# mul_seq_unit

Figure 1. Supply network (mul_seq_unit).
Drawn at 4 px/µm. Pins as bars on the die edge.
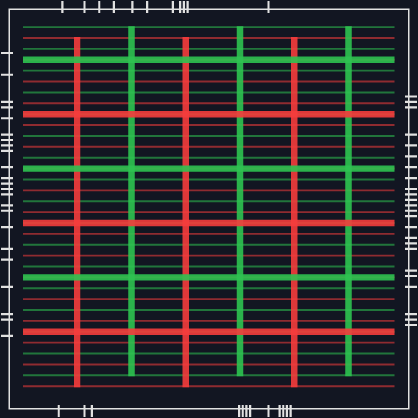

<file path="src/rtl/mul_seq_unit_pkg.sv">
// Shared definitions for the sequential multiplier.
// State encodings and default operand width.
package mul_seq_unit_pkg;

  localparam int MUL_WIDTH = 16;

  typedef enum logic [1:0] {
    IDLE  = 2'd0,
    RUN   = 2'd1,
    WRITE = 2'd2
  } mul_state_e;

endpackage

</file>
<file path="src/rtl/mul_seq_unit.sv">
// Unsigned shift-add multiplier, one multiplier bit per cycle.
// Low half is written back into regA, high half held on productHi.
module mul_seq_unit
  import mul_seq_unit_pkg::*;
#(
  parameter int WIDTH = MUL_WIDTH
) (
  input  logic             clk,
  input  logic             rst,
  input  logic             start,
  input  logic [WIDTH-1:0] opA,
  input  logic [WIDTH-1:0] opB,
  output logic             busy,
  output logic             done,
  output logic             loadA,
  output logic [WIDTH-1:0] dataAin,
  output logic [WIDTH-1:0] productHi
);

  localparam int CW = $clog2(WIDTH + 1);
  localparam logic [CW-1:0] LAST = CW'(WIDTH - 1);

  mul_state_e state_q, state_d;
  logic [CW-1:0] cnt_q, cnt_d;
  logic [WIDTH-1:0] mcand_q, mcand_d;
  logic [WIDTH-1:0] mplier_q, mplier_d;
  logic [2*WIDTH-1:0] acc_q, acc_d;
  logic busy_q, busy_d;
  logic done_q, done_d;
  logic load_q, load_d;
  logic [WIDTH-1:0] lo_q, lo_d;
  logic [WIDTH-1:0] hi_q, hi_d;
  logic [WIDTH:0] sum;

  // Partial-product add on the upper accumulator half, carry kept.
  always_comb begin
    sum = {1'b0, acc_q[2*WIDTH-1:WIDTH]};
    if (mplier_q[0]) begin
      sum = sum + {1'b0, mcand_q};
    end
  end

  // Next-state, datapath and registered-output logic.
  always_comb begin
    state_d  = state_q;
    cnt_d    = cnt_q;
    mcand_d  = mcand_q;
    mplier_d = mplier_q;
    acc_d    = acc_q;
    busy_d   = busy_q;
    done_d   = 1'b0;
    load_d   = 1'b0;
    lo_d     = lo_q;
    hi_d     = hi_q;
    unique case (state_q)
      IDLE: begin
        busy_d = 1'b0;
        if (start) begin
          state_d  = RUN;
          mcand_d  = opA;
          mplier_d = opB;
          acc_d    = '0;
          cnt_d    = '0;
          busy_d   = 1'b1;
        end
      end
      RUN: begin
        busy_d   = 1'b1;
        acc_d    = {sum, acc_q[WIDTH-1:1]};
        mplier_d = mplier_q >> 1;
        cnt_d    = cnt_q + CW'(1);
        if (cnt_q == LAST) begin
          state_d = WRITE;
        end
      end
      WRITE: begin
        busy_d  = 1'b1;
        done_d  = 1'b1;
        load_d  = 1'b1;
        lo_d    = acc_q[WIDTH-1:0];
        hi_d    = acc_q[2*WIDTH-1:WIDTH];
        state_d = IDLE;
      end
      default: begin
        state_d = IDLE;
        busy_d  = 1'b0;
      end
    endcase
  end

  // State and datapath registers with synchronous reset.
  always_ff @(posedge clk) begin
    if (rst) begin
      state_q  <= IDLE;
      cnt_q    <= '0;
      mcand_q  <= '0;
      mplier_q <= '0;
      acc_q    <= '0;
      busy_q   <= 1'b0;
      done_q   <= 1'b0;
      load_q   <= 1'b0;
      lo_q     <= '0;
      hi_q     <= '0;
    end else begin
      state_q  <= state_d;
      cnt_q    <= cnt_d;
      mcand_q  <= mcand_d;
      mplier_q <= mplier_d;
      acc_q    <= acc_d;
      busy_q   <= busy_d;
      done_q   <= done_d;
      load_q   <= load_d;
      lo_q     <= lo_d;
      hi_q     <= hi_d;
    end
  end

  assign busy      = busy_q;
  assign done      = done_q;
  assign loadA     = load_q;
  assign dataAin   = lo_q;
  assign productHi = hi_q;

endmodule
</file>
<file path="config.mk">
export PLATFORM = sky130hd
export DESIGN_NAME = mul_seq_unit
export DESIGN_NICKNAME = d
export VERILOG_FILES = /design/src/rtl/mul_seq_unit_pkg.sv /design/src/rtl/mul_seq_unit.sv
export SDC_FILE = /design/constraint.sdc
export NUM_CORES = 1
export LEC_CHECK = 0
export CAP_MARGIN = 20
export CORE_MARGIN = 3
export CORE_UTILIZATION = 54
export CTS_BUF_LIST = sky130_fd_sc_hd__clkbuf_8 sky130_fd_sc_hd__clkbuf_16
export CTS_CLUSTER_DIAMETER = 120
export DETAILED_ROUTE_END_ITERATION = 6
export PLACE_DENSITY = 0.76
export RECOVER_POWER = 50
export SLEW_MARGIN = 20
export SYNTH_ARGS = -nofsm -noshare
export SYNTH_HDL_FRONTEND = slang
export SYNTH_SLANG_ARGS = --single-unit
export TNS_END_PERCENT = 1
</file>
<file path="constraint.sdc">
create_clock -name clk -period 3.05 [get_ports clk]
set_clock_uncertainty 0.15 [all_clocks]
set_input_delay 0.61 -clock clk [delete_from_list [all_inputs] [get_ports clk]]
set_output_delay 0.61 -clock clk [all_outputs]
set_load 0.01 [all_outputs]
</file>
# wide_add_seq

### config.mk
export PLATFORM = sky130hd
export DESIGN_NAME = wide_add_seq
export DESIGN_NICKNAME = d
export VERILOG_FILES = /design/src/rtl/wide_add_pkg.sv /design/src/rtl/wide_add_seq.sv
export SDC_FILE = /design/constraint.sdc
export NUM_CORES = 1
export LEC_CHECK = 0
export CAP_MARGIN = 20
export CORE_UTILIZATION = 45
export CTS_CLUSTER_DIAMETER = 80
export DETAILED_ROUTE_END_ITERATION = 8
export PLACE_DENSITY = 0.78
export RECOVER_POWER = 25
export REMOVE_ABC_BUFFERS = 1
export SLEW_MARGIN = 20
export SYNTH_ARGS = -nofsm -noshare
export SYNTH_HDL_FRONTEND = slang
export SYNTH_SLANG_ARGS = --single-unit
### constraint.sdc
create_clock -name clk -period 2.5 [get_ports clk]
set_clock_uncertainty 0.1 [all_clocks]
set_input_delay 0.75 -clock clk [delete_from_list [all_inputs] [get_ports clk]]
set_output_delay 0.75 -clock clk [all_outputs]
set_load 0.01 [all_outputs]
### src/rtl/wide_add_pkg.sv
// wide_add_pkg
// Shared definitions for the byte-serial wide adder controller.
//   BYTE_W  : width of one slice handled by the shared adder
//   state_e : controller state encoding (ST_IDLE / ST_RUN / ST_DONE)
//   clog2   : elaboration-time ceil(log2(n)), used for the byte index width
package wide_add_pkg;

    localparam int BYTE_W = 8;

    typedef enum logic [1:0] {
        ST_IDLE = 2'd0,
        ST_RUN  = 2'd1,
        ST_DONE = 2'd2
    } state_e;

    function automatic int clog2(input int n);
        int r;
        r = 0;
        for (int i = 0; i < 31; i++) begin
            if ((1 << i) < n) begin
                r = i + 1;
            end
        end
        return r;
    endfunction

endpackage

### src/rtl/wide_add_seq.sv
// wide_add_seq
// Byte-serial controller that drives one shared external 8-bit adder to add
// two NBYTES-byte operands, least-significant byte first, chaining the carry.
//
// Ports:
//   clk, rst_n           clock, synchronous active-low reset
//   start                request, only sampled while idle
//   op_a, op_b, cin      operands and carry-in, latched on an accepted start
//   busy, done           busy while not idle; done pulses for one cycle
//   result, cout         sum and carry-out, held until the next accepted start
//   add_a, add_b,        to the shared adder (zero when not in RUN)
//   add_cin
//   add_sum, add_cout    from the shared adder (combinational)
//   sub                  only with WIDE_ADD_SEQ_SUB_EN defined: subtract
//                        op_b from op_a; cout=1 then means no borrow
//
// state   | meaning
// --------+-----------------------------------------------------------
// ST_IDLE | waiting for start, adder inputs parked at 0
// ST_RUN  | adding byte idx, writing result byte idx and the carry
// ST_DONE | one-cycle done pulse, result/cout valid
module wide_add_seq
    import wide_add_pkg::*;
#(
    parameter int NBYTES = 4
) (
    input  logic                     clk,
    input  logic                     rst_n,
    input  logic                     start,
    input  logic [BYTE_W*NBYTES-1:0] op_a,
    input  logic [BYTE_W*NBYTES-1:0] op_b,
    input  logic                     cin,
`ifdef WIDE_ADD_SEQ_SUB_EN
    input  logic                     sub,
`endif
    output logic                     busy,
    output logic                     done,
    output logic [BYTE_W*NBYTES-1:0] result,
    output logic                     cout,
    output logic [BYTE_W-1:0]        add_a,
    output logic [BYTE_W-1:0]        add_b,
    output logic                     add_cin,
    input  logic [BYTE_W-1:0]        add_sum,
    input  logic                     add_cout
);

    localparam int W     = BYTE_W * NBYTES;
    localparam int IDX_W = clog2(NBYTES);
    localparam logic [IDX_W-1:0] IDX_LAST = IDX_W'(NBYTES - 1);

    state_e           state_q, state_d;
    logic [IDX_W-1:0] idx_q, idx_d;
    logic             carry_q, carry_d;
    logic [W-1:0]     a_q, a_d;
    logic [W-1:0]     b_q, b_d;
    logic [W-1:0]     result_q, result_d;
    logic             cout_q, cout_d;

    always_ff @(posedge clk) begin
        if (!rst_n) begin
            state_q  <= ST_IDLE;
            idx_q    <= '0;
            carry_q  <= 1'b0;
            a_q      <= '0;
            b_q      <= '0;
            result_q <= '0;
            cout_q   <= 1'b0;
        end else begin
            state_q  <= state_d;
            idx_q    <= idx_d;
            carry_q  <= carry_d;
            a_q      <= a_d;
            b_q      <= b_d;
            result_q <= result_d;
            cout_q   <= cout_d;
        end
    end

    always_comb begin
        state_d  = state_q;
        idx_d    = idx_q;
        carry_d  = carry_q;
        a_d      = a_q;
        b_d      = b_q;
        result_d = result_q;
        cout_d   = cout_q;
        add_a    = '0;
        add_b    = '0;
        add_cin  = 1'b0;

        case (state_q)
            ST_IDLE: begin
                if (start) begin
                    a_d      = op_a;
                    b_d      = op_b;
                    carry_d  = cin;
`ifdef WIDE_ADD_SEQ_SUB_EN
                    // Two's-complement subtract: A + ~B + 1.
                    if (sub) begin
                        b_d     = ~op_b;
                        carry_d = 1'b1;
                    end
`endif
                    idx_d    = '0;
                    result_d = '0;
                    state_d  = ST_RUN;
                end
            end
            ST_RUN: begin
                add_a   = a_q[idx_q*BYTE_W +: BYTE_W];
                add_b   = b_q[idx_q*BYTE_W +: BYTE_W];
                add_cin = carry_q;
                result_d[idx_q*BYTE_W +: BYTE_W] = add_sum;
                carry_d = add_cout;
                if (idx_q == IDX_LAST) begin
                    cout_d  = add_cout;
                    state_d = ST_DONE;
                end else begin
                    idx_d = idx_q + 1'b1;
                end
            end
            ST_DONE: begin
                state_d = ST_IDLE;
            end
            default: begin
                state_d = ST_IDLE;
            end
        endcase
    end

    assign busy   = (state_q != ST_IDLE);
    assign done   = (state_q == ST_DONE);
    assign result = result_q;
    assign cout   = cout_q;

endmodule

Figure 2. Cell area per tile (wide_add_seq).
Drawn at 3 px/µm. 10 x 10 tiles, from white (low) to dark blue (high), 0 to 100% covered.
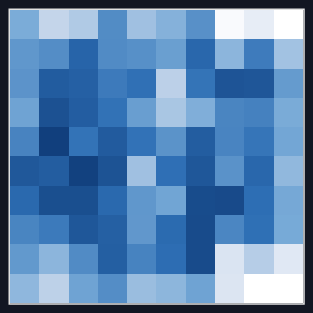
fullest tile: 94%
tiles over 75% full: 31%
densest ninth of the die: left middle

==> results.cfg, wide_add_seq <==
; synthesis and place-and-route metrics
[global_routing]
antenna_found_initial = 0
grt_max_degree = 66
grt_first_pass_wirelength_mm = 17.6

[sta]
finalSetupViolations = 11
worstMarginPinSlew_ns = 0.551
postLayoutSetupSlackWorst_ns = -0.0315
fin_crit_sh_pct = 101
hold_violations = 0

[critical_path]
crit_path_end_kind = primary output
rr_endpoint = result[22]
slowest_delay_ns = 0.51
rr_worst_depth = 8
crit_path_cell_trace = buf_12, mux4_2, and2_4, buf_6

[cts]
postCtsSetupRepairBufs = 2
cts_sinks = 102
clockRootBuffer = clkbuf_8

[run_status]
outcome = finished with violations
violations = DRC, setup timing

[power]
p_int_mw = 2.50
p_leak_nw = 2.21

[worst_hold_path]
hp-start = b_q[28]
whs_path_depth = 2

[yosys]
synth-seq-cells = 102
netlist_area_um2 = 4130
yosys-top-cells-count = nand2_1, dfxtp_1, a21oi_1
syn_inst = 485
yosysWarnings = 0
synthSimpleGateAreaFrac_pct = 21.6

[detailed_routing]
routedWlPerCell_um = 14.9
drt_iter0_markers = 184
wl_mm = 10.8
avgViaCountPerCell = 5.29
drc = 20

[cells_and_area]
lay_top_count = nand2_1
flops = 102
final_nets = 694
logic_gate_count = 344

[run]
warnings = 32

[floorplan]
core_area_um2 = 8810

[placement]
postPlaceCellArea_um2 = 5640
## wide_add_seq: power by group through the flow
stage | registers, mW | clock network [mW] | logic, mW
6_report | 1.74 | 1.05 | 0.525
5_1_grt | 1.75 | 1.14 | 0.573
4_1_cts | 1.74 | 1.07 | 0.524
3_5_place_dp | 1.77 | 0 | 0.517
3_3_place_gp | 1.77 | 0 | 0.502
2_1_floorplan | 1.78 | 0 | 0.225
## wide_add_seq: per-layer routing
layer  track usage [%]  wire [µm]  vias up
met1              28.1       4490     1787
li1                  -          -     1895
met4              8.04        143        0
met2              39.1       5230      135
met5                 0          0        -
met3              6.94        898       15
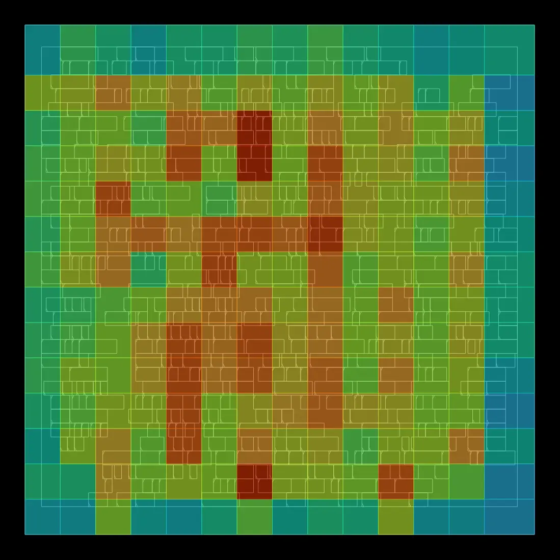
Figure 3: mul_seq_unit, congestion heat map.
fin util: 67.4%
grt peak-use layer: met2
global routing usage on met1: 28.4%

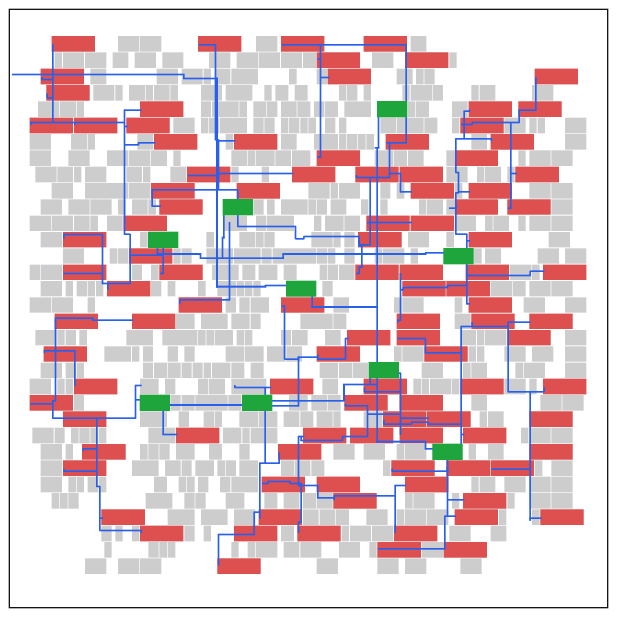
Figure 4: mul_seq_unit, routed clock nets over the placement.
Drawn at 6 px/µm.
[clock drivers] green | count: 9
[flip-flops] red | count: 105
[clock wires] blue | length: 1,180 µm
flops lie: widely spread
routed clock nets: 10

## Picture notes: Figure 1
| net | color |
|---|---|
| VSS | red |
| VDD | green |
met5 straps: 6
met4 straps: 6

==> results.cfg, mul_seq_unit <==
; synthesis and place-and-route metrics
[yosys]
ys_cells = 524
syn_inst = 524
async_flop_share_pct = 0
xor_area_share_pct = 2.23
top_cell = dfxtp_1
edf_count = 0
adder_share_pct = 6.26
yosysUniqueCellTypes = 47
yosysWarnings = 0
synthSimpleGateAreaFrac_pct = 14.4

[global_routing]
grt_first_pass_wirelength_mm = 16.7
grt_use_total_pct = 20.5
grt_pass1_vias = 3563

[cells_and_area]
n_fill_cell = 669
regArea_um2 = 2100
largest_reg_flops = 32
lay_top_cells = dfxtp_1, nor2_1, clkdlybuf4s50_1, mux2i_1, nand2_1
lay_top_count = dfxtp_1
logic_area_um2 = 2400

[placement]
place_hpwl_mm = 7.15

[critical_path]
crit_path_cell_trace = ha_1, fa_1, a21oi_1, o21ai_1, a21oi_2, nor4_1, o31a_1, o32ai_1
path_max_fanout = 5
rr_endpoint = acc_q[29]
critPathKind = reg2reg
crit_buf_inv = 0
critical_path.top_delay_family = AND-OR/OR-AND gates

[detailed_routing]
routedWlPerCell_um = 14.8
route.met3.wl_um = 638
avgViaCountPerCell = 5.63
met2WireLength_mm = 4.49
wl_mm = 10.1

[cts]
postCtsSetupRepairBufs = 0
worstSkewPairLatency_ns = 0.37
htreeDepth = 3

[floorplan]
num_tap_cells = 105
chip_area_um2 = 9900
core_area_um2 = 8340

[sta]
fin_crit_sh_pct = 79.6
fmax_mhz = 412

[run_status]
outcome = complete, no violations

[run]
drv_cap = 0

[worst_hold_path]
hold_path_end = mcand_q[8]
whs_path_depth = 2
## mul_seq_unit: routing by layer
metal  global-route usage (%)  vias up
met2                     32.4      107
met4                     5.36        0
met1                     28.4     1779
li1                         -     1947
met5                        0        -
met3                     4.77        9
## mul_seq_unit: power breakdown
| part | switching, mW | internal, mW | total (mW) | leakage (nW) |
|---|---|---|---|---|
| sequential | 0.0343 | 1.42 | 1.45 | 0.853 |
| clock | 0.512 | 0.313 | 0.825 | 0.0959 |
| combinational | 0.187 | 0.137 | 0.324 | 1.14 |
| total | 0.734 | 1.87 | 2.60 | 2.09 |

# c17_fault_diagnoser

==> src/rtl/c17_diag_pkg.sv <==
// c17_diag_pkg: shared types, widths and the ordered candidate fault list for
// the c17 fault diagnoser.
// Optional feature macro: C17_DIAG_FAULT_FREE_EN adds opcode 6'h00 (fault-free)
// as the first candidate.
// Opcode encoding: opcode[5:1] = fault site id (0 = no fault), opcode[0] = stuck value.
package c17_diag_pkg;

   localparam int unsigned NUM_FAULTS   = 22;
   localparam int unsigned PATTERN_W    = 5;
   localparam int unsigned OPCODE_W     = 6;
   localparam int unsigned NUM_PATTERNS = 1 << PATTERN_W;
   localparam int unsigned CAND_W       = 5;
   localparam int unsigned COUNT_W      = 5;
   localparam int unsigned RESP_W       = 2;

`ifdef C17_DIAG_FAULT_FREE_EN
   localparam int unsigned NUM_CAND = NUM_FAULTS + 1;
`else
   localparam int unsigned NUM_CAND = NUM_FAULTS;
`endif

   typedef enum logic [1:0] {
      ST_COLLECT = 2'd0,
      ST_SWEEP   = 2'd1,
      ST_EMIT    = 2'd2,
      ST_DONE    = 2'd3
   } diag_state_e;

   typedef logic [OPCODE_W-1:0] opcode_t;

   // One observation beat as offered on the obs_* port group.
   typedef struct packed {
      logic [PATTERN_W-1:0] pattern;
      logic [RESP_W-1:0]    resp;   // {N22, N23}
      logic                 last;
   } obs_beat_t;

   localparam opcode_t FAULT_LIST [NUM_FAULTS] = '{
      6'h03, 6'h11, 6'h13, 6'h07, 6'h06, 6'h0D, 6'h05, 6'h0F, 6'h15, 6'h29, 6'h21,
      6'h20, 6'h27, 6'h2B, 6'h2D, 6'h2C, 6'h2F, 6'h2E, 6'h17, 6'h16, 6'h1D, 6'h1F
   };

   // Maps a candidate index to its opcode in list order.
   function automatic opcode_t cand_opcode(input logic [CAND_W-1:0] idx);
      logic [CAND_W-1:0] k;
      k = idx;
`ifdef C17_DIAG_FAULT_FREE_EN
      if (k == '0) begin
         return '0;
      end
      k = k - CAND_W'(1);
`endif
      if (k >= CAND_W'(NUM_FAULTS)) begin
         return '0;
      end
      return FAULT_LIST[k];
   endfunction

endpackage

==> src/rtl/c17_fault_diagnoser_netlist.sv <==
// c17_fault_diagnoser_netlist: ISCAS c17 NAND netlist with single stuck-at
// injection selected by an opcode. Combinational.
// Ports: pattern  - {N7,N6,N3,N2,N1} applied vector
//        opcode   - {site[4:0], stuck}; site 0 means fault-free
//        n22_c/n23_c - resulting primary outputs
// Site ids: 1=N1 2=N2 3=N3 6=N6 7=N7 8=N3->N10 9=N3->N11 10=N10 11=N11
//           14=N11->N16 15=N11->N19 16=N16 19=N19 20=N16->N22 21=N16->N23
//           22=N22 23=N23
module c17_fault_diagnoser_netlist
   import c17_diag_pkg::*;
(
   input  logic [PATTERN_W-1:0] pattern,
   input  logic [OPCODE_W-1:0]  opcode,
   output logic                 n22_c,
   output logic                 n23_c
);

   logic [4:0] site;
   logic       stuck;

   assign site  = opcode[5:1];
   assign stuck = opcode[0];

   // Replace a line value with the stuck value when the site is selected.
   function automatic logic inj(input logic val, input logic [4:0] id,
                                input logic [4:0] sel, input logic sv);
      return (sel == id) ? sv : val;
   endfunction

   logic n1, n2, n3, n6, n7, n3a, n3b, n10, n11, n11a, n11b;
   logic n16, n19, n16a, n16b;

   always_comb begin
      n1    = inj(pattern[0], 5'd1, site, stuck);
      n2    = inj(pattern[1], 5'd2, site, stuck);
      n3    = inj(pattern[2], 5'd3, site, stuck);
      n6    = inj(pattern[3], 5'd6, site, stuck);
      n7    = inj(pattern[4], 5'd7, site, stuck);
      n3a   = inj(n3, 5'd8, site, stuck);
      n3b   = inj(n3, 5'd9, site, stuck);
      n10   = inj(~(n1 & n3a), 5'd10, site, stuck);
      n11   = inj(~(n3b & n6), 5'd11, site, stuck);
      n11a  = inj(n11, 5'd14, site, stuck);
      n11b  = inj(n11, 5'd15, site, stuck);
      n16   = inj(~(n2 & n11a), 5'd16, site, stuck);
      n19   = inj(~(n11b & n7), 5'd19, site, stuck);
      n16a  = inj(n16, 5'd20, site, stuck);
      n16b  = inj(n16, 5'd21, site, stuck);
      n22_c = inj(~(n10 & n16a), 5'd22, site, stuck);
      n23_c = inj(~(n16b & n19), 5'd23, site, stuck);
   end

endmodule

==> src/rtl/c17_fault_diagnoser.sv <==
// c17_fault_diagnoser: collects (pattern, N22/N23) observations, then sweeps
// every candidate fault opcode over all 32 pattern indices and emits each
// candidate consistent with all seen observations.
// Ports: clk, rst (async, active-high)
//        obs_valid/obs_ready/obs_pattern/obs_n22/obs_n23/obs_last - observation input
//        res_valid/res_ready/res_opcode - consistent-candidate output stream
//        done - diagnosis finished; match_count - candidates emitted this diagnosis
// Optional feature macro: C17_DIAG_FAULT_FREE_EN (fault-free opcode 00 as first candidate).
module c17_fault_diagnoser
   import c17_diag_pkg::*;
(
   input  logic                 clk,
   input  logic                 rst,
   input  logic                 obs_valid,
   output logic                 obs_ready,
   input  logic [PATTERN_W-1:0] obs_pattern,
   input  logic                 obs_n22,
   input  logic                 obs_n23,
   input  logic                 obs_last,
   output logic                 res_valid,
   input  logic                 res_ready,
   output logic [OPCODE_W-1:0]  res_opcode,
   output logic                 done,
   output logic [COUNT_W-1:0]   match_count
);

   diag_state_e              state_q, state_d;
   logic [RESP_W-1:0]        buf_q [NUM_PATTERNS];
   logic [RESP_W-1:0]        buf_d [NUM_PATTERNS];
   logic [NUM_PATTERNS-1:0]  seen_q, seen_d;
   logic [CAND_W-1:0]        cand_q, cand_d;
   logic [PATTERN_W-1:0]     pat_q, pat_d;
   logic                     mism_q, mism_d;
   logic [COUNT_W-1:0]       match_count_q, match_count_d;
   logic                     res_valid_q, res_valid_d;
   logic [OPCODE_W-1:0]      res_opcode_q, res_opcode_d;
   logic                     done_q, done_d;
   logic                     obs_ready_q, obs_ready_d;

   obs_beat_t                beat_c;
   opcode_t                  cand_op_c;
   logic                     model_n22_c, model_n23_c;
   logic                     beat_fire_c, last_cand_c, mismatch_c, fail_c;

   assign beat_c.pattern = obs_pattern;
   assign beat_c.resp    = {obs_n22, obs_n23};
   assign beat_c.last    = obs_last;

   assign cand_op_c   = cand_opcode(cand_q);
   assign beat_fire_c = obs_valid && obs_ready_q;
   assign last_cand_c = (cand_q == CAND_W'(NUM_CAND - 1));

   // Single response model; the opcode meaning lives only in the netlist.
   c17_fault_diagnoser_netlist u_model (
      .pattern (pat_q),
      .opcode  (cand_op_c),
      .n22_c   (model_n22_c),
      .n23_c   (model_n23_c)
   );

   // Unseen indices never count as a mismatch.
   assign mismatch_c = seen_q[pat_q] && ({model_n22_c, model_n23_c} != buf_q[pat_q]);
   assign fail_c     = mism_q || mismatch_c;

   // Next-state and registered-output logic.
   always_comb begin
      state_d       = state_q;
      buf_d         = buf_q;
      seen_d        = seen_q;
      cand_d        = cand_q;
      pat_d         = pat_q;
      mism_d        = mism_q;
      match_count_d = match_count_q;
      res_valid_d   = res_valid_q;
      res_opcode_d  = res_opcode_q;
      done_d        = done_q;

      unique case (state_q)
         ST_COLLECT, ST_DONE: begin
            if (beat_fire_c) begin
               // A beat taken in DONE starts a new set from a clean slate.
               if (state_q == ST_DONE) begin
                  seen_d        = '0;
                  match_count_d = '0;
                  done_d        = 1'b0;
               end
               buf_d[beat_c.pattern]  = beat_c.resp;
               seen_d[beat_c.pattern] = 1'b1;
               state_d = beat_c.last ? ST_SWEEP : ST_COLLECT;
               cand_d  = '0;
               pat_d   = '0;
               mism_d  = 1'b0;
            end
         end
         ST_SWEEP: begin
            if (pat_q == PATTERN_W'(NUM_PATTERNS - 1)) begin
               pat_d  = '0;
               mism_d = 1'b0;
               if (!fail_c) begin
                  state_d      = ST_EMIT;
                  res_valid_d  = 1'b1;
                  res_opcode_d = cand_op_c;
               end else if (last_cand_c) begin
                  state_d = ST_DONE;
                  done_d  = 1'b1;
               end else begin
                  cand_d = cand_q + CAND_W'(1);
               end
            end else begin
               pat_d  = pat_q + PATTERN_W'(1);
               mism_d = fail_c;
            end
         end
         ST_EMIT: begin
            if (res_ready) begin
               res_valid_d   = 1'b0;
               match_count_d = match_count_q + COUNT_W'(1);
               if (last_cand_c) begin
                  state_d = ST_DONE;
                  done_d  = 1'b1;
               end else begin
                  state_d = ST_SWEEP;
                  cand_d  = cand_q + CAND_W'(1);
               end
            end
         end
         default: state_d = ST_COLLECT;
      endcase

      obs_ready_d = (state_d == ST_COLLECT) || (state_d == ST_DONE);
   end

   // State and output registers.
   always_ff @(posedge clk or posedge rst) begin
      if (rst) begin
         state_q       <= ST_COLLECT;
         buf_q         <= '{default: '0};
         seen_q        <= '0;
         cand_q        <= '0;
         pat_q         <= '0;
         mism_q        <= 1'b0;
         match_count_q <= '0;
         res_valid_q   <= 1'b0;
         res_opcode_q  <= '0;
         done_q        <= 1'b0;
         obs_ready_q   <= 1'b1;
      end else begin
         state_q       <= state_d;
         buf_q         <= buf_d;
         seen_q        <= seen_d;
         cand_q        <= cand_d;
         pat_q         <= pat_d;
         mism_q        <= mism_d;
         match_count_q <= match_count_d;
         res_valid_q   <= res_valid_d;
         res_opcode_q  <= res_opcode_d;
         done_q        <= done_d;
         obs_ready_q   <= obs_ready_d;
      end
   end

   assign obs_ready   = obs_ready_q;
   assign res_valid   = res_valid_q;
   assign res_opcode  = res_opcode_q;
   assign done        = done_q;
   assign match_count = match_count_q;

endmodule
==> config.mk <==
export PLATFORM = sky130hd
export DESIGN_NAME = c17_fault_diagnoser
export DESIGN_NICKNAME = d
export VERILOG_FILES = /design/src/rtl/c17_diag_pkg.sv /design/src/rtl/c17_fault_diagnoser_netlist.sv /design/src/rtl/c17_fault_diagnoser.sv
export SDC_FILE = /design/constraint.sdc
export NUM_CORES = 1
export LEC_CHECK = 0
export ABC_AREA = 1
export CORE_UTILIZATION = 40
export CTS_BUF_LIST = sky130_fd_sc_hd__clkbuf_8
export DETAILED_ROUTE_END_ITERATION = 12
export PLACE_DENSITY_LB_ADDON = 0.15
export SLEW_MARGIN = 0
export SYNTH_ARGS = -nofsm -noshare
export SYNTH_HDL_FRONTEND = slang
export SYNTH_SLANG_ARGS = --single-unit
==> constraint.sdc <==
create_clock -name clk -period 7.55 [get_ports clk]
set_input_delay 0.755 -clock clk [delete_from_list [all_inputs] [get_ports clk]]
set_output_delay 0.755 -clock clk [all_outputs]
set_load 0.02 [all_outputs]
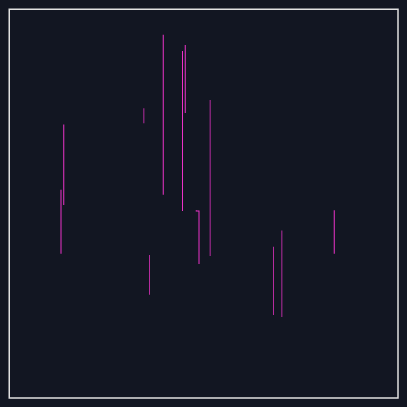
Figure 5: c17_fault_diagnoser, met4 routing.
Drawn at 3 px/µm.
wire length on this layer: 329 µm
share of all routed wire: 2.0%
longest straight run: 53.0 µm

==> results.cfg <==
; synthesis and place-and-route metrics
[critical_path]
cp.required_ns = 7.95
rrSetupSlack_ns = 3.25
cp-start-kind = flop

[yosys]
edf_count = 0
synthAoiAreaFrac_pct = 17.9
mux_area_share_pct = 0
top_cell = nand2_1
yosysUniqueCellTypes = 46
synth-seq-cells = 123

[floorplan]
dieHeight_um = 129
fp-utilization_pct = 40.8
die_x_um = 129
rows = 46

[detailed_routing]
wl_mm = 16.9
drc = 0
dr_total_vias = 5645

[cells_and_area]
comb-cell-share_pct = 41.0
final-nonclk-buf-share_pct = 3.97
final_nets = 878
clkbuf_count = 18

[cts]
cts_hold_buf = 0

[sta]
rsz0062_at_grt = no
fin_crit_sh_pct = 57.0
drv_slew = 0

[run_status]
outcome = complete, no violations

[placement]
dp_slack_ns = 3.32
gp_congestion = 0.852

[global_routing]
antenna_found_initial = 0
-- critical path, stage by stage (launching register included) --
cell	delay (ns)
dfrtp_2	1.08
clkinv_1	1.09
o21ai_0	0.48
o22ai_1	0.14
a21oi_1	0.16
a31o_2	0.12
o21ai_0	0.14
inv_1	0.09
nand2_1	0.05
nand2_1	0.06
nand2_2	0.07
nand2_2	0.07
nand4_2	0.28
nand2_1	0.15
nand2_1	0.07
nand2_1	0.09
nand2_1	0.05
nand2_1	0.05

Power figures rest on the tool's default switching activity, not on a simulated workload.
